==================== block 1
==> block_1/layer_met2.png <==
The bar under the picture is 20 um long.
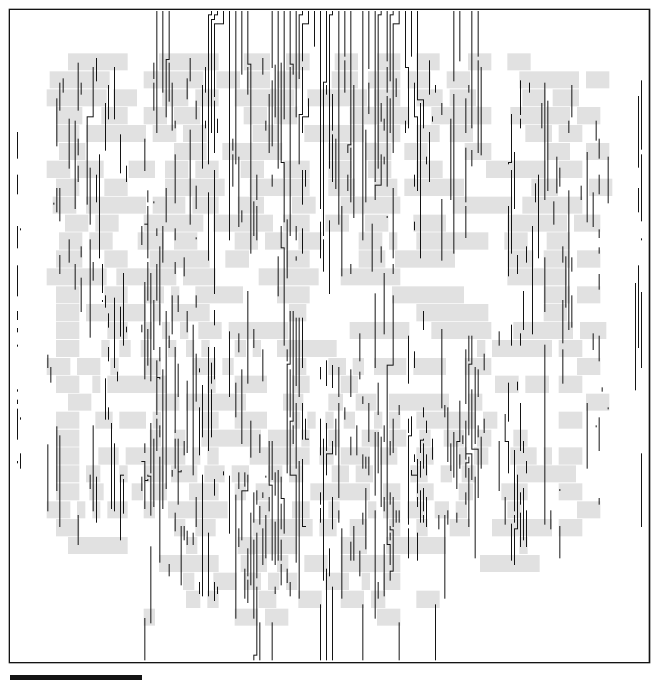

File: config.mk
export PLATFORM = sky130hd
export DESIGN_NAME = alu_flag_trap_flat
export DESIGN_NICKNAME = d
export VERILOG_FILES = /design/src/rtl/alu_flag_trap_if.sv /design/src/rtl/alu_flag_trap.sv /design/src/flat_wrapper.sv
export SDC_FILE = /design/constraint.sdc
export NUM_CORES = 1
export LEC_CHECK = 0
export CAP_MARGIN = 20
export CELL_PAD_IN_SITES_DETAIL_PLACEMENT = 1
export CELL_PAD_IN_SITES_GLOBAL_PLACEMENT = 1
export CORE_AREA = 5 5 92 94
export DETAILED_ROUTE_END_ITERATION = 8
export DIE_AREA = 0 0 97 99
export PLACE_DENSITY = 0.8
export SYNTH_ARGS = -nofsm -noshare
export SYNTH_HDL_FRONTEND = slang
export SYNTH_SLANG_ARGS = --single-unit
File: constraint.sdc
create_clock -name clk -period 3.5 [get_ports clk]
set_clock_uncertainty 0.1 [all_clocks]
set_input_delay 0.875 -clock clk [delete_from_list [all_inputs] [get_ports clk]]
set_output_delay 0.875 -clock clk [all_outputs]
set_load 0.02 [all_outputs]
File: src/rtl/alu_flag_trap_if.sv
// rtl/alu_flag_trap_if.sv - operation stream and trap handshake between ALU, flag trap block and control unit
interface alu_flag_trap_if #(
    parameter int PC_WIDTH = 32
);
    logic                in_valid;
    logic                in_ready;
    logic [3:0]          aluop;
    logic                zero;
    logic                of;
    logic                uof;
    logic [PC_WIDTH-1:0] pc;
    logic                trap_req;
    logic [1:0]          trap_cause;
    logic [PC_WIDTH-1:0] trap_pc;
    logic                trap_ack;

    modport master (
        output in_valid, aluop, zero, of, uof, pc, trap_ack,
        input  in_ready, trap_req, trap_cause, trap_pc
    );

    modport slave (
        input  in_valid, aluop, zero, of, uof, pc, trap_ack,
        output in_ready, trap_req, trap_cause, trap_pc
    );
endinterface

File: src/rtl/alu_flag_trap.sv
// rtl/alu_flag_trap.sv - architectural flag register, sticky overflow tracking and overflow trap handshake
module alu_flag_trap #(
    parameter int PC_WIDTH  = 32,
    parameter int CNT_WIDTH = 16
) (
    input  logic                 clk,
    input  logic                 rst_n,
    alu_flag_trap_if.slave       bus,
    input  logic                 trap_en_of,
    input  logic                 trap_en_uof,
    input  logic                 sticky_clr,
    output logic                 flag_zero,
    output logic                 flag_of,
    output logic                 flag_uof,
    output logic                 sticky_of,
    output logic                 sticky_uof,
    output logic [CNT_WIDTH-1:0] ovf_count
);
    typedef enum logic [1:0] {
        RUN   = 2'd0,
        TRAP  = 2'd1,
        DRAIN = 2'd2
    } state_t;

    localparam logic [CNT_WIDTH-1:0] CNT_MAX = '1;

    state_t              state;
    state_t              state_nxt;
    logic                accept;
    logic                ov_ok;
    logic                g_of;
    logic                g_uof;
    logic                t_of;
    logic                t_uof;
    logic                take_trap;
    logic [1:0]          cause_q;
    logic [PC_WIDTH-1:0] pc_q;

    // Overflow flags only mean something for add/sub; other ops report zero only.
    assign ov_ok     = (bus.aluop == 4'd5) || (bus.aluop == 4'd6);
    assign g_of      = bus.of  & ov_ok;
    assign g_uof     = bus.uof & ov_ok;
    assign t_of      = g_of  & trap_en_of;
    assign t_uof     = g_uof & trap_en_uof;

    assign bus.in_ready   = (state == RUN);
    assign bus.trap_req   = (state == TRAP);
    assign bus.trap_cause = cause_q;
    assign bus.trap_pc    = pc_q;

    assign accept    = bus.in_valid & bus.in_ready;
    assign take_trap = accept & (t_of | t_uof);

    always_comb begin
        state_nxt = state;
        case (state)
            RUN:     if (take_trap)    state_nxt = TRAP;
            TRAP:    if (bus.trap_ack) state_nxt = DRAIN;
            DRAIN:   state_nxt = RUN;
            default: state_nxt = RUN;
        endcase
    end

    always_ff @(posedge clk or negedge rst_n) begin
        if (!rst_n) begin
            state <= RUN;
        end else begin
            state <= state_nxt;
        end
    end

    always_ff @(posedge clk or negedge rst_n) begin
        if (!rst_n) begin
            flag_zero  <= 1'b0;
            flag_of    <= 1'b0;
            flag_uof   <= 1'b0;
            sticky_of  <= 1'b0;
            sticky_uof <= 1'b0;
            ovf_count  <= '0;
            cause_q    <= 2'b00;
            pc_q       <= '0;
        end else begin
            if (accept) begin
                flag_zero <= bus.zero;
                flag_of   <= g_of;
                flag_uof  <= g_uof;
            end

            // A clear on the same edge as an overflowing accept discards that overflow.
            if (sticky_clr) begin
                sticky_of  <= 1'b0;
                sticky_uof <= 1'b0;
                ovf_count  <= '0;
            end else if (accept) begin
                sticky_of  <= sticky_of  | g_of;
                sticky_uof <= sticky_uof | g_uof;
                if ((g_of | g_uof) && (ovf_count != CNT_MAX)) begin
                    ovf_count <= ovf_count + CNT_WIDTH'(1);
                end
            end

            if (take_trap) begin
                cause_q <= {t_uof, t_of};
                pc_q    <= bus.pc;
            end else if ((state == TRAP) && bus.trap_ack) begin
                cause_q <= 2'b00;
            end
        end
    end
endmodule

File: src/flat_wrapper.sv
// flat-port wrapper written by rule: the top's interface ports become plain ports
module alu_flag_trap_flat 
#(
    parameter int PC_WIDTH  = 32,
    parameter int CNT_WIDTH = 16
)
  (clk, rst_n, trap_en_of, trap_en_uof, sticky_clr, flag_zero, flag_of, flag_uof, sticky_of, sticky_uof, ovf_count, bus_in_valid, bus_aluop, bus_zero, bus_of, bus_uof, bus_pc, bus_trap_ack, bus_in_ready, bus_trap_req, bus_trap_cause, bus_trap_pc);
  alu_flag_trap_if #(.PC_WIDTH(PC_WIDTH)) bus_i ();
  input  logic clk;
  input  logic rst_n;
  input  logic trap_en_of;
  input  logic trap_en_uof;
  input  logic sticky_clr;
  output logic flag_zero;
  output logic flag_of;
  output logic flag_uof;
  output logic sticky_of;
  output logic sticky_uof;
  output logic [CNT_WIDTH-1:0] ovf_count;
  input wire logic [$bits(bus_i.in_valid)-1:0] bus_in_valid;
  input wire logic [$bits(bus_i.aluop)-1:0] bus_aluop;
  input wire logic [$bits(bus_i.zero)-1:0] bus_zero;
  input wire logic [$bits(bus_i.of)-1:0] bus_of;
  input wire logic [$bits(bus_i.uof)-1:0] bus_uof;
  input wire logic [$bits(bus_i.pc)-1:0] bus_pc;
  input wire logic [$bits(bus_i.trap_ack)-1:0] bus_trap_ack;
  output wire logic [$bits(bus_i.in_ready)-1:0] bus_in_ready;
  output wire logic [$bits(bus_i.trap_req)-1:0] bus_trap_req;
  output wire logic [$bits(bus_i.trap_cause)-1:0] bus_trap_cause;
  output wire logic [$bits(bus_i.trap_pc)-1:0] bus_trap_pc;
  assign bus_i.in_valid = bus_in_valid;
  assign bus_i.aluop = bus_aluop;
  assign bus_i.zero = bus_zero;
  assign bus_i.of = bus_of;
  assign bus_i.uof = bus_uof;
  assign bus_i.pc = bus_pc;
  assign bus_i.trap_ack = bus_trap_ack;
  assign bus_in_ready = bus_i.in_ready;
  assign bus_trap_req = bus_i.trap_req;
  assign bus_trap_cause = bus_i.trap_cause;
  assign bus_trap_pc = bus_i.trap_pc;
  alu_flag_trap #(.PC_WIDTH(PC_WIDTH), .CNT_WIDTH(CNT_WIDTH)) u_core (.clk(clk), .rst_n(rst_n), .bus(bus_i), .trap_en_of(trap_en_of), .trap_en_uof(trap_en_uof), .sticky_clr(sticky_clr), .flag_zero(flag_zero), .flag_of(flag_of), .flag_uof(flag_uof), .sticky_of(sticky_of), .sticky_uof(sticky_uof), .ovf_count(ovf_count));
endmodule
==================== block 2
## src/rtl/fifo_wr_front.sv

```systemverilog
// fifo_wr_front: write-domain front end of an async FIFO (skid buffer, rptr sync, fill level)
// Optional feature macro: FIFO_WR_STALL_CNT_EN enables the saturating wfull stall counter.
// Ports:
//   wclk, wrst                          write clock, async active-low reset
//   in_valid_i, in_data_i, in_ready_o   upstream valid/ready stream, in_ready_o registered
//   rptr_async_i                        Gray read pointer from the rclk domain
//   rptr_sync_o                         rptr_async_i after SYNC_STAGES wclk flops
//   wptr_i, wfull_i                     Gray write pointer and full flag from write-pointer block
//   winc_o, wdata_o                     write strobe and data to write-pointer block / memory
//   wfill_o, walmost_full_o             registered wclk-view occupancy and almost-full
//   wstall_cnt_o                        cycles with a word pending while wfull_i is high
module fifo_wr_front #(
  parameter int DEPTH       = 8,
  parameter int DATA_W      = 8,
  parameter int SYNC_STAGES = 2,
  parameter int AF_MARGIN   = 2
) (
  input  logic                   wclk,
  input  logic                   wrst,
  input  logic                   in_valid_i,
  input  logic [DATA_W-1:0]      in_data_i,
  output logic                   in_ready_o,
  input  logic [$clog2(DEPTH):0] rptr_async_i,
  output logic [$clog2(DEPTH):0] rptr_sync_o,
  input  logic [$clog2(DEPTH):0] wptr_i,
  input  logic                   wfull_i,
  output logic                   winc_o,
  output logic [DATA_W-1:0]      wdata_o,
  output logic [$clog2(DEPTH):0] wfill_o,
  output logic                   walmost_full_o,
  output logic [15:0]            wstall_cnt_o
);
  localparam int AW = $clog2(DEPTH);
  localparam logic [AW:0] AF_TH = (AW+1)'(DEPTH - AF_MARGIN);
  typedef enum logic [1:0] {EMPTY, ONE, TWO} state_t;
  state_t state_q, state_d;
  logic [DATA_W-1:0] main_q, main_d, skid_q, skid_d;
  logic in_ready_q, walmost_full_q, accept;
  logic [AW:0] sync_q [SYNC_STAGES];
  logic [AW:0] wfill_q, wfill_d;

  // Each binary bit is the XOR of all Gray bits at or above it.
  function automatic logic [AW:0] gray2bin(input logic [AW:0] g);
    for (int i = 0; i <= AW; i++) gray2bin[i] = ^(g >> i);
  endfunction

  assign accept         = in_valid_i & in_ready_q;
  assign winc_o         = (state_q != EMPTY) & ~wfull_i;
  assign wdata_o        = main_q;
  assign in_ready_o     = in_ready_q;
  assign rptr_sync_o    = sync_q[SYNC_STAGES-1];
  assign wfill_o        = wfill_q;
  assign walmost_full_o = walmost_full_q;
  // Modulo subtract absorbs the pointer MSB wrap.
  assign wfill_d        = gray2bin(wptr_i) - gray2bin(rptr_sync_o);

  always_comb begin
    state_d = state_q;
    main_d  = main_q;
    skid_d  = skid_q;
    case (state_q)
      EMPTY: if (accept) begin
        state_d = ONE;
        main_d  = in_data_i;
      end
      // Head leaving and new word arriving together: new word becomes the head.
      ONE: if (accept && winc_o) main_d = in_data_i;
      else if (accept) begin
        state_d = TWO;
        skid_d  = in_data_i;
      end else if (winc_o) state_d = EMPTY;
      TWO: if (winc_o) begin
        state_d = ONE;
        main_d  = skid_q;
      end
      default: state_d = EMPTY;
    endcase
  end

  always_ff @(posedge wclk or negedge wrst) begin
    if (!wrst) begin
      state_q        <= EMPTY;
      main_q         <= '0;
      skid_q         <= '0;
      in_ready_q     <= 1'b0;
      wfill_q        <= '0;
      walmost_full_q <= 1'b0;
      for (int i = 0; i < SYNC_STAGES; i++) sync_q[i] <= '0;
    end else begin
      state_q        <= state_d;
      main_q         <= main_d;
      skid_q         <= skid_d;
      in_ready_q     <= state_d != TWO;
      wfill_q        <= wfill_d;
      walmost_full_q <= wfill_d >= AF_TH;
      sync_q[0]      <= rptr_async_i;
      for (int i = 1; i < SYNC_STAGES; i++) sync_q[i] <= sync_q[i-1];
    end
  end

`ifdef FIFO_WR_STALL_CNT_EN
  logic [15:0] stall_q;
  always_ff @(posedge wclk or negedge wrst) begin
    if (!wrst) stall_q <= '0;
    else if (state_q != EMPTY && wfull_i && stall_q != 16'hFFFF) stall_q <= stall_q + 16'd1;
  end
  assign wstall_cnt_o = stall_q;
`else
  assign wstall_cnt_o = 16'h0;
`endif
endmodule
```

## config.mk

```make
export PLATFORM = sky130hd
export DESIGN_NAME = fifo_wr_front
export DESIGN_NICKNAME = d
export VERILOG_FILES = /design/src/rtl/fifo_wr_front.sv
export SDC_FILE = /design/constraint.sdc
export NUM_CORES = 1
export LEC_CHECK = 0
export ABC_AREA = 0
export CORE_MARGIN = 2
export CORE_UTILIZATION = 45
export DETAILED_ROUTE_END_ITERATION = 7
export GPL_TIMING_DRIVEN = 0
export PLACE_DENSITY = 0.77
export SLEW_MARGIN = 20
export SYNTH_ARGS = -nofsm -noshare
export SYNTH_HDL_FRONTEND = slang
export SYNTH_SLANG_ARGS = --single-unit
```

## constraint.sdc

```tcl
create_clock -name wclk -period 2.92 [get_ports wclk]
set_input_delay 0.584 -clock wclk [delete_from_list [all_inputs] [get_ports wclk]]
set_output_delay 0.584 -clock wclk [all_outputs]
set_load 0.03 [all_outputs]
```

==> block_2/detail.png <==
The bar under the picture is 10 um long. Region (12, 0) to (52, 40) um. Cells in grey, sequential cells in the stronger grey; small squares are vias.
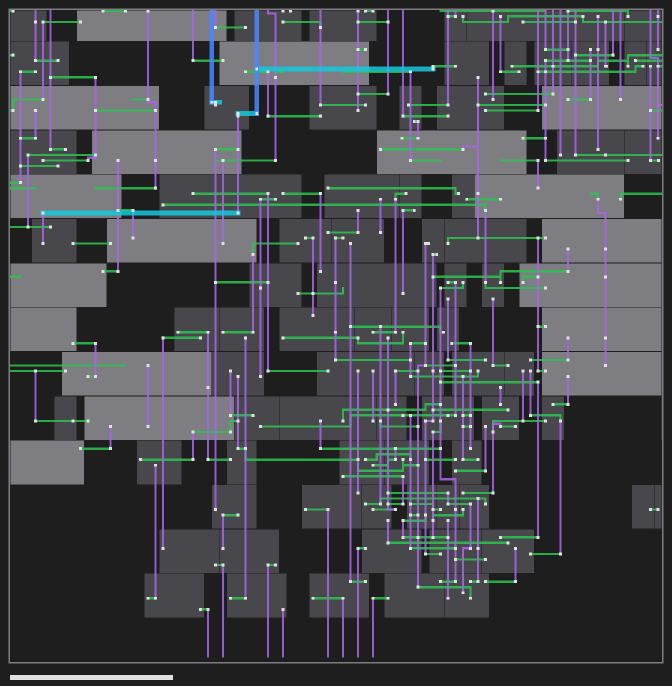
Green shows metal 1. Blue shows metal 4. Cyan shows metal 3. Purple shows metal 2.
Sequential cells in the window: 16. 89 logic cells have their middle in the window. Netlist names of flops here include `rptr_sync_o` (4), `wfill_o` (4), `skid_q` (3). Most frequent: dfrtp_1 (16), clkdlybuf4s50_1 (8), mux2_2 (7).

==> block_2/layer_met1.png <==
The bar under the picture is 20 um long. Supply wires on this layer in grey.
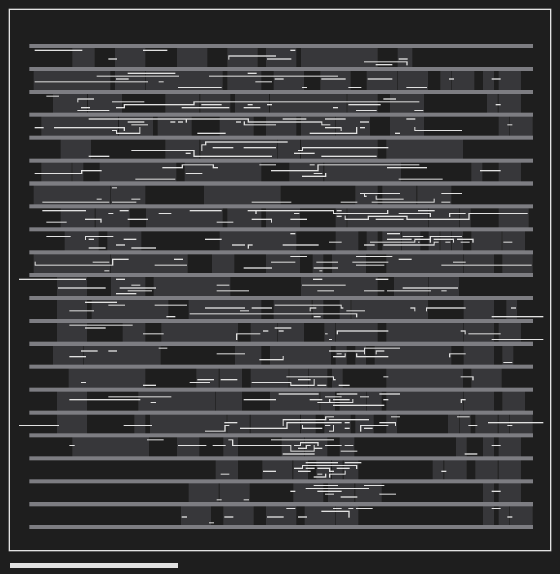
The layer carries 1,010 um of wire. The layer holds 38% of the routed length. 170 nets have wire on it. The wires run mostly horizontal. The longest straight run is 26.7 um.
Routed WL: 2650 um
via count: 1,062
M1 GR Usage: 0.151

==> flow_summary.yaml, block 2 <==
# physical design summary
cells_and_area:
  nMultiInputCombCells: 84
run_status:
  status: "finished, final reports clean"
clock_network:
  cts_tree: "done"
  cts_resized: 0
  htree_num_levels: 2
timing:
  report.final.slew_viol_count: 0
  timing.hold.ws_ns: 0.290
  slew_headroom: 0.548
grt:
  grt_pass1_wl_um: 4400
synthesis:
  ys.flop_type: "dfrtp_1"
  syn_inst: 130
  yosys-stat-cells: 130
  yosysTopAreaCell: "dfrtp_1"
placement:
  pre_cts_ws_ns: -0.244
  dp_cells: 229
worst_setup_path:
  rr_endpoint: "walmost_full_o"
  rrSetupSlack_ns: 0.38
  cpLargestDelayFamily: "XOR/XNOR gates"
die:
  die_h_um: 64.1
route:
  wire_per_inst_um: 11.2
power_and_ir_drop:
  power_leader: "combinational logic"
==> block 2: through the flow <==
step | TNS, ns | power (uW)
after floorplan | 0 | 1260
after global placement | -0.147 | 1530
after detailed placement | -0.347 | 1560
after CTS | 0 | 1810
after global routing | 0 | 1900
final | 0 | 1790
==> block 2: layer usage <==
| metal | vias up | part of all wire | routed length, um |
|---|---|---|---|
| met1 | 488 | 0.38 | 1010 |
| met5 | - | 0 | 0 |
| li1 | 528 | - | - |
| met4 | 0 | 0.014 | 37 |
| met3 | 6 | 0.086 | 228 |
| met2 | 40 | 0.52 | 1370 |
==> block_1/detail.png <==
The bar under the picture is 10 um long. Region (28, 10) to (68, 50) um. Cells in grey, sequential cells in the stronger grey; small squares are vias.
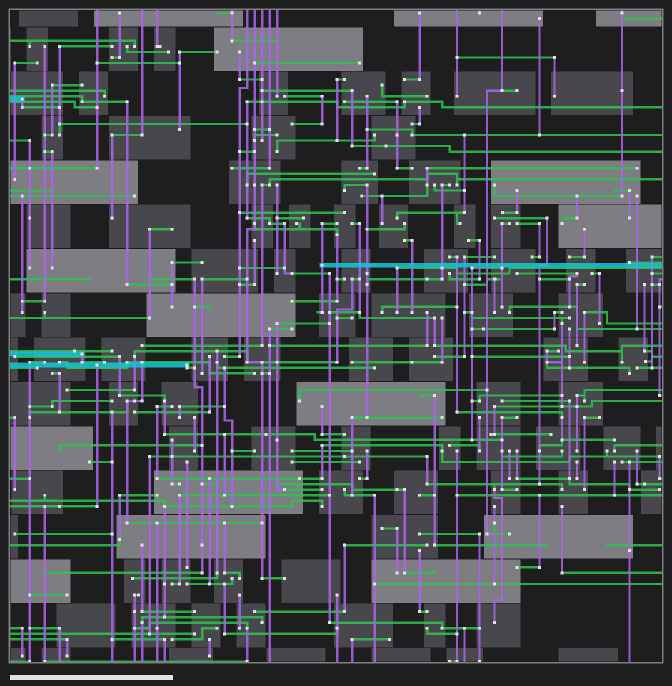
Cyan shows metal 3. Purple shows metal 2. Green shows metal 1.
Sequential cells in the window: 12. 87 logic cells have their middle in the window. Most frequent: dfrtp_1 (12), a21oi_1 (11), or4_1 (9). Netlist names of flops here include `u_core.ovf_count` (10).

About block_1/layer_met2.png:
The layer holds 50% of the routed length. 348 nets have wire on it. The longest straight run is 34.7 um.
via count: 2,162
Routed WL: 7140 um
met2 global-route usage: 0.254

==> flow_summary.yaml, block 1 <==
# physical design summary
run_status:
  status: "finished, final reports clean"
timing:
  slew_headroom: 0.366
  worstMarginPinSlew_ns: 0.951
  setup_tns_ns: 0
  post-route-period-util: 0.820
  report.final.slew_viol_count: 0
  rsz0062_at_grt: "no"
power_and_ir_drop:
  pg_seq_uw: 844
  irDropWorstVdd_v: 0.000323
synthesis:
  edf_count: 0
  yosys.area_share.simple: 0.155
  ys.flops: 57
worst_setup_path:
  startpoint_type: "input pin"
  crit_fanout: 12
  slowest_delay_ns: 0.63
route:
  drc: 0
cells_and_area:
  layout_top_cells: "clkdlybuf4s50_1, dfrtp_1, mux2_2"
  num-nonclk-inverters: 6
  nMultiInputCombCells: 144
  area_growth_pct: 55.8
clock_network:
  postCtsSetupRepairBufs: 0
  clk_latency_ns: 0.32
  cts_resized: 0
placement:
  port_buffers: 102
grt:
  grt_use_total: 0.153
## block 1: stage by stage
step / hold WS (ns) / total power, uW
after detailed placement: 0.390 / 1510
final: 0.404 / 2230
after CTS: 0.411 / 2270
after floorplan: 0.460 / 1130
after global placement: 0.362 / 1480
after global routing: 0.422 / 2340
## block 1: state kept, by name, summed over array words and instances, names as in the netlist
name	count
u_core.bus.trap_cause	2
u_core.bus.trap_pc	32
u_core.sticky_of	1
u_core.flag_of	1
u_core.sticky_uof	1
u_core.ovf_count	16
u_core.flag_zero	1
u_core.flag_uof	1
u_core.state	2

==================== block 3
[src/rtl/mem_arbiter_if.sv]
// mem_arbiter_if: request, memory-bus and fill-return signals of the shared-memory arbiter.
//   i_req/i_addr                     I-side block fill request pulse and byte address
//   d_req/d_wr/d_addr/d_wdata        D-side request pulse, write flag, byte address, write data
//   mem_en/mem_wr/mem_addr/mem_wdata memory access strobe, write strobe, address, write data
//   mem_rdata                        memory read data, fixed latency after a read issue
//   fill_valid/fill_owner/fill_word/fill_data  returned fill word, owner (1 = D), index, data
//   i_done/d_done                    one-cycle completion pulses
//   stall_if/stall_mem               per-side stall, high while pending or in service
//   modport master: arbiter view; modport slave: caches + memory view.
interface mem_arbiter_if;
    logic        i_req;
    logic [15:0] i_addr;
    logic        d_req;
    logic        d_wr;
    logic [15:0] d_addr;
    logic [15:0] d_wdata;
    logic        mem_en;
    logic        mem_wr;
    logic [15:0] mem_addr;
    logic [15:0] mem_wdata;
    logic [15:0] mem_rdata;
    logic        fill_valid;
    logic        fill_owner;
    logic [3:0]  fill_word;
    logic [15:0] fill_data;
    logic        i_done;
    logic        d_done;
    logic        stall_if;
    logic        stall_mem;
    modport master (
        input  i_req, i_addr, d_req, d_wr, d_addr, d_wdata, mem_rdata,
        output mem_en, mem_wr, mem_addr, mem_wdata, fill_valid, fill_owner, fill_word,
               fill_data, i_done, d_done, stall_if, stall_mem
    );
    modport slave (
        output i_req, i_addr, d_req, d_wr, d_addr, d_wdata, mem_rdata,
        input  mem_en, mem_wr, mem_addr, mem_wdata, fill_valid, fill_owner, fill_word,
               fill_data, i_done, d_done, stall_if, stall_mem
    );
endinterface

[src/rtl/mem_arbiter.sv]
// mem_arbiter: shares one fixed-latency pipelined memory between I-cache fills and D-cache fills/writes.
//   clk  rising-edge clock
//   rst  synchronous active-high reset
//   bus  mem_arbiter_if.master: requests, memory bus, fill returns, done pulses, stalls
//   Optional: define MEM_ARB_ROUND_ROBIN_EN to break I/D ties in favour of the side not served last
//   (default: D-side fixed priority).
module mem_arbiter #(
    parameter int MEM_LATENCY = 4,
    parameter int BLOCK_WORDS = 8
) (
    input logic          clk,
    input logic          rst,
    mem_arbiter_if.master bus
);
    localparam int WB  = $clog2(BLOCK_WORDS);
    localparam int TOT = BLOCK_WORDS + MEM_LATENCY;
    typedef enum logic [1:0] {IDLE, I_FILL, D_FILL, D_WRITE} state_t;
    state_t        state, next;
    logic [4:0]    cnt;
    logic          pend_i, pend_d, d_wr_q;
    logic [15:WB+1] i_blk;
    logic [15:0]   d_addr_q, d_wdata_q;
    logic          in_i, in_d, i_acc, d_acc, fill, issue, ret, last, pick_d;
    assign in_i  = state == I_FILL;
    assign in_d  = state == D_FILL || state == D_WRITE;
    assign i_acc = bus.i_req && !pend_i && !in_i;
    assign d_acc = bus.d_req && !pend_d && !in_d;
    // cnt counts cycles since entering a fill state: issues in 0..BW-1, returns in LAT..BW+LAT-1
    assign fill  = state == I_FILL || state == D_FILL;
    assign issue = fill && cnt < 5'(BLOCK_WORDS);
    assign ret   = fill && cnt >= 5'(MEM_LATENCY);
    assign last  = fill && cnt == 5'(TOT - 1);
`ifdef MEM_ARB_ROUND_ROBIN_EN
    logic last_d;
    assign pick_d = pend_d && (!pend_i || !last_d);
`else
    assign pick_d = pend_d;
`endif
    always_comb begin
        next = state;
        if (state == IDLE)
            next = pick_d ? (d_wr_q ? D_WRITE : D_FILL) : pend_i ? I_FILL : IDLE;
        else if (state == D_WRITE || last)
            next = IDLE;
    end
    always_ff @(posedge clk) begin
        if (rst) begin
            state     <= IDLE;
            cnt       <= '0;
            pend_i    <= 1'b0;
            pend_d    <= 1'b0;
            d_wr_q    <= 1'b0;
            i_blk     <= '0;
            d_addr_q  <= '0;
            d_wdata_q <= '0;
`ifdef MEM_ARB_ROUND_ROBIN_EN
            last_d    <= 1'b0;
`endif
        end else begin
            state  <= next;
            cnt    <= (state == IDLE || next == IDLE) ? '0 : cnt + 5'd1;
            pend_i <= i_acc || (pend_i && next != I_FILL);
            pend_d <= d_acc || (pend_d && next != D_FILL && next != D_WRITE);
            if (i_acc)
                i_blk <= bus.i_addr[15:WB+1];
            if (d_acc) begin
                d_addr_q  <= bus.d_addr;
                d_wr_q    <= bus.d_wr;
                d_wdata_q <= bus.d_wdata;
            end
`ifdef MEM_ARB_ROUND_ROBIN_EN
            if (state == IDLE && next != IDLE)
                last_d <= next != I_FILL;
`endif
        end
    end
    assign bus.mem_en     = issue || state == D_WRITE;
    assign bus.mem_wr     = state == D_WRITE;
    assign bus.mem_addr   = issue ? {(state == D_FILL ? d_addr_q[15:WB+1] : i_blk), cnt[WB-1:0], 1'b0}
                          : state == D_WRITE ? d_addr_q : '0;
    assign bus.mem_wdata  = state == D_WRITE ? d_wdata_q : '0;
    assign bus.fill_valid = ret;
    assign bus.fill_owner = ret && state == D_FILL;
    assign bus.fill_word  = ret ? 4'(cnt - 5'(MEM_LATENCY)) : '0;
    assign bus.fill_data  = ret ? bus.mem_rdata : '0;
    assign bus.i_done     = last && in_i;
    assign bus.d_done     = (last && state == D_FILL) || state == D_WRITE;
    assign bus.stall_if   = pend_i || in_i;
    assign bus.stall_mem  = pend_d || in_d;
endmodule
[src/flat_wrapper.sv]
// flat-port wrapper written by rule: the top's interface ports become plain ports
module mem_arbiter_flat 
#(
    parameter int MEM_LATENCY = 4,
    parameter int BLOCK_WORDS = 8
)
  (clk, rst, bus_i_req, bus_i_addr, bus_d_req, bus_d_wr, bus_d_addr, bus_d_wdata, bus_mem_rdata, bus_mem_en, bus_mem_wr, bus_mem_addr, bus_mem_wdata, bus_fill_valid, bus_fill_owner, bus_fill_word, bus_fill_data, bus_i_done, bus_d_done, bus_stall_if, bus_stall_mem);
  mem_arbiter_if bus_i ();
  input logic clk;
  input logic rst;
  input wire logic [$bits(bus_i.i_req)-1:0] bus_i_req;
  input wire logic [$bits(bus_i.i_addr)-1:0] bus_i_addr;
  input wire logic [$bits(bus_i.d_req)-1:0] bus_d_req;
  input wire logic [$bits(bus_i.d_wr)-1:0] bus_d_wr;
  input wire logic [$bits(bus_i.d_addr)-1:0] bus_d_addr;
  input wire logic [$bits(bus_i.d_wdata)-1:0] bus_d_wdata;
  input wire logic [$bits(bus_i.mem_rdata)-1:0] bus_mem_rdata;
  output wire logic [$bits(bus_i.mem_en)-1:0] bus_mem_en;
  output wire logic [$bits(bus_i.mem_wr)-1:0] bus_mem_wr;
  output wire logic [$bits(bus_i.mem_addr)-1:0] bus_mem_addr;
  output wire logic [$bits(bus_i.mem_wdata)-1:0] bus_mem_wdata;
  output wire logic [$bits(bus_i.fill_valid)-1:0] bus_fill_valid;
  output wire logic [$bits(bus_i.fill_owner)-1:0] bus_fill_owner;
  output wire logic [$bits(bus_i.fill_word)-1:0] bus_fill_word;
  output wire logic [$bits(bus_i.fill_data)-1:0] bus_fill_data;
  output wire logic [$bits(bus_i.i_done)-1:0] bus_i_done;
  output wire logic [$bits(bus_i.d_done)-1:0] bus_d_done;
  output wire logic [$bits(bus_i.stall_if)-1:0] bus_stall_if;
  output wire logic [$bits(bus_i.stall_mem)-1:0] bus_stall_mem;
  assign bus_i.i_req = bus_i_req;
  assign bus_i.i_addr = bus_i_addr;
  assign bus_i.d_req = bus_d_req;
  assign bus_i.d_wr = bus_d_wr;
  assign bus_i.d_addr = bus_d_addr;
  assign bus_i.d_wdata = bus_d_wdata;
  assign bus_i.mem_rdata = bus_mem_rdata;
  assign bus_mem_en = bus_i.mem_en;
  assign bus_mem_wr = bus_i.mem_wr;
  assign bus_mem_addr = bus_i.mem_addr;
  assign bus_mem_wdata = bus_i.mem_wdata;
  assign bus_fill_valid = bus_i.fill_valid;
  assign bus_fill_owner = bus_i.fill_owner;
  assign bus_fill_word = bus_i.fill_word;
  assign bus_fill_data = bus_i.fill_data;
  assign bus_i_done = bus_i.i_done;
  assign bus_d_done = bus_i.d_done;
  assign bus_stall_if = bus_i.stall_if;
  assign bus_stall_mem = bus_i.stall_mem;
  mem_arbiter #(.MEM_LATENCY(MEM_LATENCY), .BLOCK_WORDS(BLOCK_WORDS)) u_core (.clk(clk), .rst(rst), .bus(bus_i));
endmodule
[config.mk]
export PLATFORM = sky130hd
export DESIGN_NAME = mem_arbiter_flat
export DESIGN_NICKNAME = d
export VERILOG_FILES = /design/src/rtl/mem_arbiter_if.sv /design/src/rtl/mem_arbiter.sv /design/src/flat_wrapper.sv
export SDC_FILE = /design/constraint.sdc
export NUM_CORES = 1
export LEC_CHECK = 0
export ABC_AREA = 1
export CAP_MARGIN = 20
export CORE_MARGIN = 2
export CORE_UTILIZATION = 37
export CTS_CLUSTER_SIZE = 12
export DETAILED_ROUTE_END_ITERATION = 16
export HOLD_SLACK_MARGIN = 0.15
export MAX_ROUTING_LAYER = met4
export PLACE_DENSITY = 0.81
export SLEW_MARGIN = 10
export SYNTH_ARGS = -nofsm -noshare
export SYNTH_HDL_FRONTEND = slang
export SYNTH_SLANG_ARGS = --single-unit
[constraint.sdc]
create_clock -name clk -period 2 [get_ports clk]
set_clock_uncertainty 0.15 [all_clocks]
set_input_delay 0.6 -clock clk [delete_from_list [all_inputs] [get_ports clk]]
set_output_delay 0.6 -clock clk [all_outputs]
set_load 0.01 [all_outputs]
==> block_3/layer_met2.png <==
The bar under the picture is 20 um long.
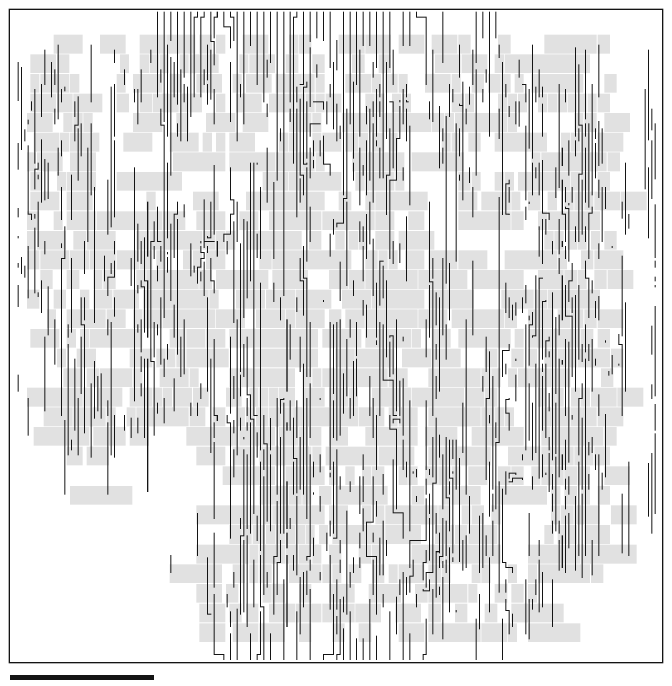
The longest straight run is 39.3 um. 560 nets have wire on it.
met2 global-route usage: 0.400
via count: 3,255

==> flow_summary.yaml <==
# physical design summary
cells_and_area:
  lay_top_count: "nor2_1"
synthesis:
  ys.flop_type: "dfxtp_1"
  yosysMostFrequentCell: "nor2_1"
  edf_count: 0
run_status:
  status: "complete, but fails checks"
  violations: "negative setup slack"
timing:
  finalSetupViolations: 59
  worst_slack_ns: -0.419
route:
  drc: 0
  m1WireLength_um: 3650
die:
  fp-row-count: 31
power_and_ir_drop:
  switching_share: 0.305
flow_run:
  drv_cap: 0
clock_network:
  cts_resized: 292
placement:
  port_buffers: 124
[final cells by class]
| class | count | share of cell area |
|---|---|---|
| Timing Repair Buffer | 181 | 0.342 |
| Clock buffer | 6 | 0.0170 |
| Sequential cell | 54 | 0.224 |
| Tap cell | 99 | 0.0254 |
| Multi-Input combinational cell | 267 | 0.324 |
| Inverter | 69 | 0.0557 |
| Clock inverter | 2 | 0.0123 |
[worst max-delay path, stage by stage, from the launching register on]
cell     delay [ns]
dfxtp_2        0.35
inv_2          0.06
ha_4           0.25
nand2_4        0.10
inv_8          0.06
buf_12         0.14
o31ai_2        0.22
buf_2          0.18


## Gallery

Track usage over the die.
(a)
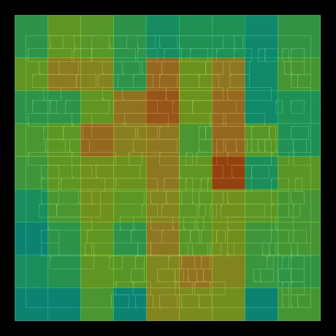
(b)
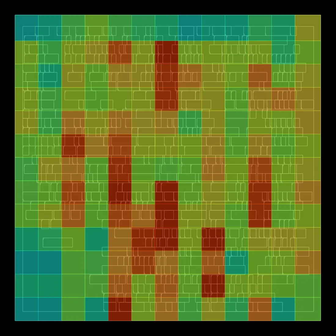
(c)
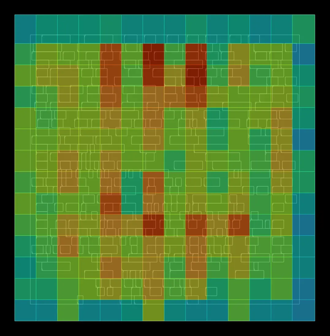
- block 1 = (c)
- block 3 = (b)
- block 2 = (a)

Power figures rest on the tool's default switching activity, not on a simulated workload.
